# frame_capture

frame_capture/congestion.png
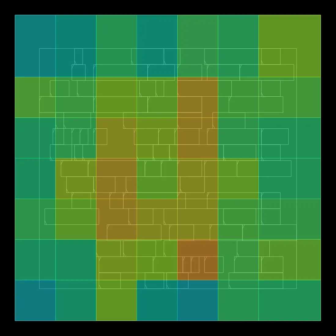

File: config.mk
export PLATFORM = sky130hd
export DESIGN_NAME = frame_capture
export DESIGN_NICKNAME = d
export VERILOG_FILES = /design/src/rtl/frame_pkg.sv /design/src/rtl/frame_out_buf.sv /design/src/rtl/frame_capture.sv
export SDC_FILE = /design/constraint.sdc
export NUM_CORES = 1
export LEC_CHECK = 0
export CAP_MARGIN = 20
export CORE_MARGIN = 4
export CORE_UTILIZATION = 49
export DETAILED_ROUTE_END_ITERATION = 10
export GPL_TIMING_DRIVEN = 0
export PLACE_DENSITY = 0.73
export REMOVE_ABC_BUFFERS = 1
export SYNTH_ARGS = -nofsm -noshare
export SYNTH_HDL_FRONTEND = slang
export SYNTH_SLANG_ARGS = --single-unit
File: constraint.sdc
create_clock -name clk -period 1.7 [get_ports clk]
set_clock_uncertainty 0.1 [all_clocks]
set_input_delay 0.255 -clock clk [delete_from_list [all_inputs] [get_ports clk]]
set_output_delay 0.255 -clock clk [all_outputs]
set_load 0.03 [all_outputs]
File: src/rtl/frame_pkg.sv
// frame_pkg: shared FSM encodings and defaults for frame capture blocks (PARITY state under FRAME_CAPTURE_PARITY_CHECK_EN)
package frame_pkg;
    localparam int PAYLOAD_W_DEF = 8;
`ifdef FRAME_CAPTURE_PARITY_CHECK_EN
    typedef enum logic [1:0] {IDLE, SHIFT, PARITY} state_t;
`else
    typedef enum logic [0:0] {IDLE, SHIFT} state_t;
`endif
endpackage

File: src/rtl/frame_out_buf.sv
// frame_out_buf: single-entry output holding register with valid/ready handshake and drop detection
module frame_out_buf import frame_pkg::*; #(
    parameter int PAYLOAD_W = PAYLOAD_W_DEF
) (
    input  logic                 clk,
    input  logic                 rst_n,
    input  logic                 load,
    input  logic [PAYLOAD_W-1:0] frame,
    input  logic                 out_ready,
    output logic [PAYLOAD_W-1:0] out_data,
    output logic                 out_valid,
    output logic                 overflow
);
    logic room;
    assign room = !out_valid || out_ready;
    // load a finished frame when the slot is free or draining, otherwise drop it and flag overflow
    always_ff @(posedge clk or negedge rst_n) begin
        if (!rst_n) begin
            out_data  <= '0;
            out_valid <= 1'b0;
            overflow  <= 1'b0;
        end else begin
            out_data  <= (load && room) ? frame : out_data;
            out_valid <= (load && room) ? 1'b1 : (out_ready ? 1'b0 : out_valid);
            overflow  <= load && !room;
        end
    end
endmodule

File: src/rtl/frame_capture.sv
// frame_capture: shifts in a payload after each sync pulse and hands it to the output buffer; optional even parity via FRAME_CAPTURE_PARITY_CHECK_EN
module frame_capture import frame_pkg::*; #(
    parameter int PAYLOAD_W = PAYLOAD_W_DEF
) (
    input  logic                 clk,
    input  logic                 rst_n,
    input  logic                 data,
    input  logic                 sync_det,
    output logic [PAYLOAD_W-1:0] out_data,
    output logic                 out_valid,
    input  logic                 out_ready,
    output logic                 busy,
    output logic                 overflow,
    output logic                 parity_err
);
    localparam int CNT_W = (PAYLOAD_W > 1) ? $clog2(PAYLOAD_W) : 1;
    state_t               state, state_n;
    logic [CNT_W-1:0]     cnt, cnt_n;
    logic [PAYLOAD_W-1:0] sr, sr_n;
    logic                 done, done_n;
`ifdef FRAME_CAPTURE_PARITY_CHECK_EN
    logic                 perr, perr_n;
`endif
    // state, counter, shifter and completion flags
    always_ff @(posedge clk or negedge rst_n) begin
        if (!rst_n) begin
            state <= IDLE;
            cnt   <= '0;
            sr    <= '0;
            done  <= 1'b0;
`ifdef FRAME_CAPTURE_PARITY_CHECK_EN
            perr  <= 1'b0;
`endif
        end else begin
            state <= state_n;
            cnt   <= cnt_n;
            sr    <= sr_n;
            done  <= done_n;
`ifdef FRAME_CAPTURE_PARITY_CHECK_EN
            perr  <= perr_n;
`endif
        end
    end
    // next state: sync only honoured in IDLE; last payload bit (or parity bit) ends the frame
    always_comb begin
        state_n = state;
        cnt_n   = cnt;
        sr_n    = sr;
        done_n  = 1'b0;
`ifdef FRAME_CAPTURE_PARITY_CHECK_EN
        perr_n  = 1'b0;
`endif
        case (state)
            IDLE: begin
                if (sync_det) begin
                    state_n = SHIFT;
                    cnt_n   = '0;
                end
            end
            SHIFT: begin
                sr_n  = PAYLOAD_W'({sr, data});
                cnt_n = cnt + CNT_W'(1);
                if (cnt == CNT_W'(PAYLOAD_W - 1)) begin
                    cnt_n   = '0;
`ifdef FRAME_CAPTURE_PARITY_CHECK_EN
                    state_n = PARITY;
`else
                    state_n = IDLE;
                    done_n  = 1'b1;
`endif
                end
            end
`ifdef FRAME_CAPTURE_PARITY_CHECK_EN
            PARITY: begin
                state_n = IDLE;
                done_n  = ~^{sr, data};
                perr_n  = ^{sr, data};
            end
`endif
            default: state_n = IDLE;
        endcase
    end
    assign busy = (state != IDLE);
`ifdef FRAME_CAPTURE_PARITY_CHECK_EN
    assign parity_err = perr;
`else
    assign parity_err = 1'b0;
`endif
    frame_out_buf #(.PAYLOAD_W(PAYLOAD_W)) u_buf (
        .clk(clk),
        .rst_n(rst_n),
        .load(done),
        .frame(sr),
        .out_ready(out_ready),
        .out_data(out_data),
        .out_valid(out_valid),
        .overflow(overflow)
    );
endmodule

# spi_flash_responder

$ cat src/rtl/spi_flash_pkg.sv
// Shared opcodes and state encoding for the SPI flash target and initiator.
package spi_flash_pkg;

    localparam int unsigned BYTE_W     = 8;
    localparam int unsigned SPI_ADDR_W = 24;

    localparam logic [BYTE_W-1:0] OP_READ  = 8'h03;
    localparam logic [BYTE_W-1:0] OP_WAKE  = 8'hAB;
    localparam logic [BYTE_W-1:0] OP_PDOWN = 8'hB9;
    localparam logic [BYTE_W-1:0] OP_RDSR  = 8'h05;
    localparam logic [BYTE_W-1:0] OP_JEDEC = 8'h9F;

    typedef enum logic [2:0] {
        ST_IDLE,
        ST_CMD,
        ST_ADDR,
        ST_READ,
        ST_STATUS,
        ST_JEDEC,
        ST_IGNORE
    } state_e;

endpackage

$ cat src/rtl/spi_target_sync.sv
// Two-flop synchronizers for the SPI pins plus edge pulses on synchronized cs and sclk.
module spi_target_sync (
    input  logic clk,
    input  logic resetn,
    input  logic cs,
    input  logic sclk,
    input  logic mosi,
    output logic cs_sync,
    output logic mosi_sync,
    output logic sclk_rise_c,
    output logic sclk_fall_c,
    output logic cs_rise_c,
    output logic cs_fall_c
);

    logic [2:0] cs_q;
    logic [2:0] sclk_q;
    logic [1:0] mosi_q;

    // cs and sclk idle high, so their chains reset high to avoid false edges
    always_ff @(posedge clk or negedge resetn) begin
        if (!resetn) begin
            cs_q   <= '1;
            sclk_q <= '1;
            mosi_q <= '0;
        end else begin
            cs_q   <= {cs_q[1:0], cs};
            sclk_q <= {sclk_q[1:0], sclk};
            mosi_q <= {mosi_q[0], mosi};
        end
    end

    assign cs_sync     = cs_q[1];
    assign mosi_sync   = mosi_q[1];
    assign sclk_rise_c = sclk_q[1] & ~sclk_q[2];
    assign sclk_fall_c = ~sclk_q[1] & sclk_q[2];
    assign cs_rise_c   = cs_q[1] & ~cs_q[2];
    assign cs_fall_c   = ~cs_q[1] & cs_q[2];

endmodule

$ cat src/rtl/spi_flash_responder.sv
// SPI mode-3 target emulating a serial NOR flash, serving READ data from a byte fetch port.
module spi_flash_responder
    import spi_flash_pkg::*;
#(
    parameter logic [23:0] JEDEC_ID     = 24'hEF4018,
    parameter bit          START_ASLEEP = 1'b0,
    parameter int unsigned ADDR_W       = 24
) (
    input  logic              clk,
    input  logic              resetn,
    input  logic              spi_cs,
    input  logic              spi_sclk,
    input  logic              spi_mosi,
    output logic              spi_miso,
    output logic              miso_oe,
    output logic              mem_valid,
    input  logic              mem_ready,
    output logic [ADDR_W-1:0] mem_addr,
    input  logic [7:0]        mem_rdata,
    output logic              busy,
    output logic              underrun
);

    logic cs_sync, mosi_sync, sclk_rise_c, sclk_fall_c, cs_rise_c, cs_fall_c;

    spi_target_sync u_sync (
        .clk         (clk),
        .resetn      (resetn),
        .cs          (spi_cs),
        .sclk        (spi_sclk),
        .mosi        (spi_mosi),
        .cs_sync     (cs_sync),
        .mosi_sync   (mosi_sync),
        .sclk_rise_c (sclk_rise_c),
        .sclk_fall_c (sclk_fall_c),
        .cs_rise_c   (cs_rise_c),
        .cs_fall_c   (cs_fall_c)
    );

    state_e              state_q, state_d;
    logic                asleep_q, asleep_d;
    logic [2:0]          bit_cnt_q;
    logic [6:0]          rx_sh_q;
    logic [15:0]         addr_sh_q;
    logic [1:0]          addr_cnt_q;
    logic [1:0]          jedec_idx_q;
    logic [7:0]          tx_sh_q;
    logic [ADDR_W-1:0]   addr_q;
    logic                fetch_pend_q;
    logic                discard_q;
    logic                pf_valid_q;
    logic [7:0]          pf_data_q;

    logic [7:0]          rx_byte_c;
    logic [23:0]         addr_in_c;
    logic                byte_done_c;
    logic                data_state_c;
    logic                boundary_c;
    logic [7:0]          load_byte_c;

    assign rx_byte_c    = {rx_sh_q, mosi_sync};
    assign addr_in_c    = {addr_sh_q, rx_byte_c};
    assign byte_done_c  = sclk_rise_c && (bit_cnt_q == 3'd7) && (state_q != ST_IDLE) && !cs_rise_c;
    assign data_state_c = state_q inside {ST_READ, ST_STATUS, ST_JEDEC};
    assign boundary_c   = sclk_fall_c && (bit_cnt_q == 3'd0) && data_state_c && !cs_rise_c;

    // Byte presented at the next byte boundary
    always_comb begin
        load_byte_c = 8'hFF;
        case (state_q)
            ST_READ:   load_byte_c = pf_valid_q ? pf_data_q : 8'hFF;
            ST_STATUS: load_byte_c = 8'h00;
            ST_JEDEC: begin
                case (jedec_idx_q)
                    2'd0:    load_byte_c = JEDEC_ID[23:16];
                    2'd1:    load_byte_c = JEDEC_ID[15:8];
                    2'd2:    load_byte_c = JEDEC_ID[7:0];
                    default: load_byte_c = 8'h00;
                endcase
            end
            default:   load_byte_c = 8'hFF;
        endcase
    end

    always_comb begin
        state_d  = state_q;
        asleep_d = asleep_q;
        if (cs_rise_c) begin
            state_d = ST_IDLE;
        end else begin
            case (state_q)
                ST_IDLE: if (cs_fall_c) state_d = ST_CMD;
                ST_CMD: begin
                    if (byte_done_c) begin
                        if (asleep_q && rx_byte_c != OP_WAKE) begin
                            state_d = ST_IGNORE;
                        end else begin
                            case (rx_byte_c)
                                OP_READ:  state_d = ST_ADDR;
                                OP_WAKE:  begin asleep_d = 1'b0; state_d = ST_IGNORE; end
                                OP_PDOWN: begin asleep_d = 1'b1; state_d = ST_IGNORE; end
                                OP_RDSR:  state_d = ST_STATUS;
                                OP_JEDEC: state_d = ST_JEDEC;
                                default:  state_d = ST_IGNORE;
                            endcase
                        end
                    end
                end
                ST_ADDR: if (byte_done_c && addr_cnt_q == 2'd2) state_d = ST_READ;
                default: ;
            endcase
        end
    end

    always_ff @(posedge clk or negedge resetn) begin
        if (!resetn) begin
            state_q      <= ST_IDLE;
            asleep_q     <= START_ASLEEP;
            bit_cnt_q    <= '0;
            rx_sh_q      <= '0;
            addr_sh_q    <= '0;
            addr_cnt_q   <= '0;
            jedec_idx_q  <= '0;
            tx_sh_q      <= '1;
            addr_q       <= '0;
            fetch_pend_q <= 1'b0;
            discard_q    <= 1'b0;
            pf_valid_q   <= 1'b0;
            pf_data_q    <= '0;
            spi_miso     <= 1'b1;
            miso_oe      <= 1'b0;
            mem_valid    <= 1'b0;
            mem_addr     <= '0;
            busy         <= 1'b0;
            underrun     <= 1'b0;
        end else begin
            state_q  <= state_d;
            asleep_q <= asleep_d;
            busy     <= (state_d != ST_IDLE);
            miso_oe  <= ~cs_sync & ~asleep_d;

            if (cs_rise_c || cs_fall_c) begin
                bit_cnt_q   <= '0;
                addr_cnt_q  <= '0;
                jedec_idx_q <= '0;
            end else if (sclk_rise_c && state_q != ST_IDLE) begin
                bit_cnt_q <= bit_cnt_q + 3'd1;
                rx_sh_q   <= rx_byte_c[6:0];
                if (byte_done_c && state_q == ST_ADDR) begin
                    addr_sh_q  <= addr_in_c[15:0];
                    addr_cnt_q <= addr_cnt_q + 2'd1;
                end
            end

            // Output shifter advances on sclk fall; new byte loads at the boundary
            if (cs_rise_c) begin
                spi_miso <= 1'b1;
            end else if (sclk_fall_c) begin
                if (boundary_c) begin
                    spi_miso <= load_byte_c[7];
                    tx_sh_q  <= {load_byte_c[6:0], 1'b1};
                end else if (data_state_c) begin
                    spi_miso <= tx_sh_q[7];
                    tx_sh_q  <= {tx_sh_q[6:0], 1'b1};
                end else begin
                    spi_miso <= 1'b1;
                end
            end

            if (boundary_c && state_q == ST_JEDEC && jedec_idx_q != 2'd3)
                jedec_idx_q <= jedec_idx_q + 2'd1;

            if (byte_done_c && state_q == ST_ADDR && addr_cnt_q == 2'd2) begin
                addr_q       <= ADDR_W'(addr_in_c);
                fetch_pend_q <= 1'b1;
            end

            if (boundary_c && state_q == ST_READ) begin
                if (pf_valid_q) begin
                    pf_valid_q   <= 1'b0;
                    fetch_pend_q <= 1'b1;
                end else begin
                    underrun <= 1'b1;
                end
            end

            // Single outstanding fetch; a pending request waits for the port to drain
            if (mem_valid) begin
                if (mem_ready) begin
                    mem_valid <= 1'b0;
                    discard_q <= 1'b0;
                    if (!discard_q && !cs_rise_c && state_q == ST_READ) begin
                        pf_valid_q <= 1'b1;
                        pf_data_q  <= mem_rdata;
                    end
                end
            end else if (fetch_pend_q && !cs_rise_c) begin
                mem_valid    <= 1'b1;
                mem_addr     <= addr_q;
                addr_q       <= addr_q + ADDR_W'(1);
                fetch_pend_q <= 1'b0;
            end

            if (cs_rise_c) begin
                fetch_pend_q <= 1'b0;
                pf_valid_q   <= 1'b0;
                if (mem_valid && !mem_ready) discard_q <= 1'b1;
            end
        end
    end

endmodule

$ cat config.mk
export PLATFORM = sky130hd
export DESIGN_NAME = spi_flash_responder
export DESIGN_NICKNAME = d
export VERILOG_FILES = /design/src/rtl/spi_flash_pkg.sv /design/src/rtl/spi_target_sync.sv /design/src/rtl/spi_flash_responder.sv
export SDC_FILE = /design/constraint.sdc
export NUM_CORES = 1
export LEC_CHECK = 0
export CAP_MARGIN = 20
export CORE_MARGIN = 1
export CORE_UTILIZATION = 58
export CTS_CLUSTER_DIAMETER = 40
export DETAILED_ROUTE_END_ITERATION = 8
export PLACE_DENSITY = 0.9
export SYNTH_ARGS = -nofsm -noshare
export SYNTH_HDL_FRONTEND = slang
export SYNTH_HIERARCHICAL = 1
export SYNTH_SLANG_ARGS = --single-unit
$ cat constraint.sdc
create_clock -name clk -period 2.9 [get_ports clk]
set_input_delay 0.29 -clock clk [delete_from_list [all_inputs] [get_ports clk]]
set_output_delay 0.29 -clock clk [all_outputs]
set_load 0.03 [all_outputs]
frame_capture/flops_by_reg.png
Other sequential cells in the stronger gray, the rest of the logic in the fainter gray.
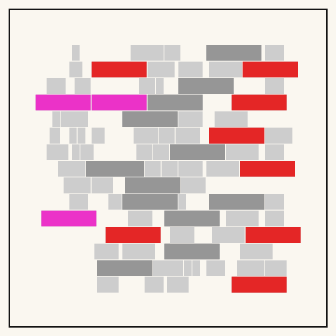
- cnt: magenta (sequential cells 3)
- u_buf.out_data: red (sequential cells 8)

## Picture notes: frame_capture/congestion.png
GR Layer Usage met1: 0.148
GRT Total Usage: 0.120
final design utilization: 0.665
met3 GRT Util: 0.0172

==> job_summary.md, frame_capture <==
### Metrics collected by this job

| Metric | Value |
|---|---|
| Area fraction in xor and xnor cells | 0 |
| Post-Syn Area per Cell | 15.5 µm² |
| AO/OA Area Share | 0.0212 |
| Flop count | 23 |
| CP max FO | 9 |
| # Taps | 25 |
| YS warnings | 0 |
| Status | completed |
| Area delta synth->final | 25.4% |
| Crit path to | busy |
| Cell count in the Yosys report | 61 |
| Root Driver | clkbuf_4 |
| Reg2Reg Depth | 3 |
| Mux share | 0.233 |
| CTS tree | built |
| Clock slew at reported path FFs | 120 ps |
| Setup TNS | 0 ps |
| Top cell area share | 0.608 |
| Non-clk buf share | 0.169 |
| Tool warnings | 26 |
| Yosys top cell by area | dfrtp_1 |
| Clock share of power | 0.104 |
| Critical path buffers and inverters | 1 |
| Count leader, synth | dfrtp_1 |
| ClkCell Share | 0.0222 |
| H-tree levels | 1 |
==> frame_capture: registers in the layout (all words and copies together) (netlist names) <==
name,flops
u_buf.out_data,8
cnt,3
done,1
sr,8
u_buf.out_valid,1
u_buf.overflow,1
busy,1
==> frame_capture: cell usage in the layout, fill, tap and decap left out, types with 3 or more instances in the layout <==
cell type        Yosys  layout
dfrtp_1             23      22
mux2_2               8       8
mux2_4               8       8
dlygate4sd2_1        0       8
buf_4                1       5
clkdlybuf4s50_1      0       4
inv_1                3       3
nand2_1              3       3
ha_1                 3       3
clkbuf_4             0       3
dlymetal6s2s_1       0       3
spi_flash_responder/congestion.png
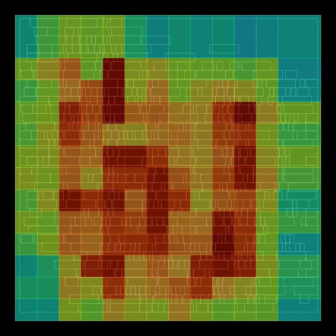
GRT met2 Usage: 0.483
DR WL/cell: 18.0 µm
final design utilization: 0.726
GR Layer Usage met1: 0.352
GRT Total Usage: 0.293

==> job_summary.md, spi_flash_responder <==
### Metrics collected by this job

| Metric | Value |
|---|---|
| Status | completed |
| Half-perimeter wire length after placement | 7.79 mm |
| Pwr Total | 3.96 mW |
| Skew-Pair Late Insertion Delay | 520 ps |
| Top cells excl fill/tap | 99 x dfrtp_1, 88 x nand2_1, 53 x nor2_1 |
| Vert. Die Dim | 96.2 µm |
| Die ar. | 0.00926 mm² |
| Placeable Area | 0.00868 mm² |
| Comb area | 0.00213 mm² |
| Cell count in the Yosys report | 512 |
| Total gr overflow | 0 |
| Sequential power | 1.70 mW |
| Crit path to | addr_sh_q[0] |
| Initial antenna violation count | 0 |
| Library cells used by synthesis | 55 |
| Yosys top cell by area | dfrtp_1 |
| Hold_buf cts | 1 |
| # Post-CTS Setup Buffers | 0 |
## spi_flash_responder: through the flow
| step | instances | setup slack [ps] | hold WS (ps) |
|---|---|---|---|
| finish | 685 | 279 | 173 |
| floorplan | 512 | 545 | -5.59 |
| detailed placement | 652 | 426 | 340 |
| global route | 685 | 193 | 163 |
| global placement | 652 | 515 | 333 |
| CTS | 685 | 332 | 165 |
## spi_flash_responder: metal layers
metal,up-vias,wire (µm)
met5,-,0
met4,0,418
met3,58,912
met2,245,6110
met1,2015,4850
li1,1910,-


==> layout pictures side by side <==
PDN straps and rails.
Pins as bars on the die edge. Tap cells in gray.
image #1
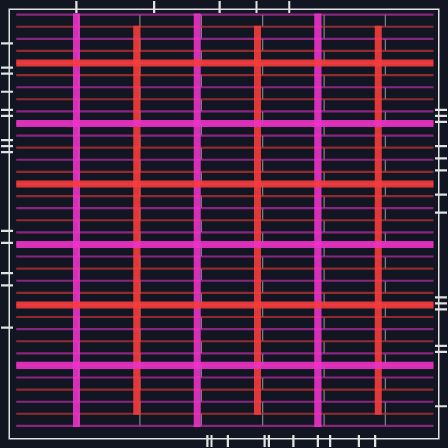
image #2
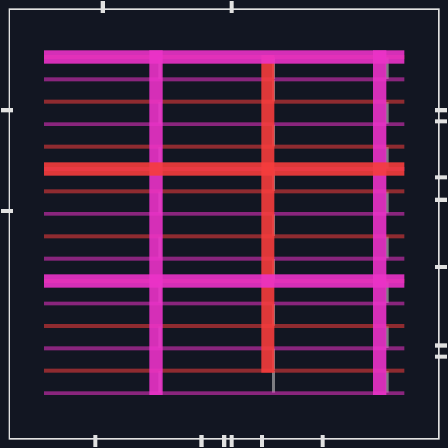
- spi_flash_responder = image #1
- frame_capture = image #2
- largest die: image #1
- most pins: image #1

Key to image #2:
- VDD: red
- VSS: magenta
- met5 straps: 3
- signal pins: 17
- rows: 15
- tap cells: 25
- met1 rails: 16

Power figures rest on the tool's default switching activity, not on a simulated workload.
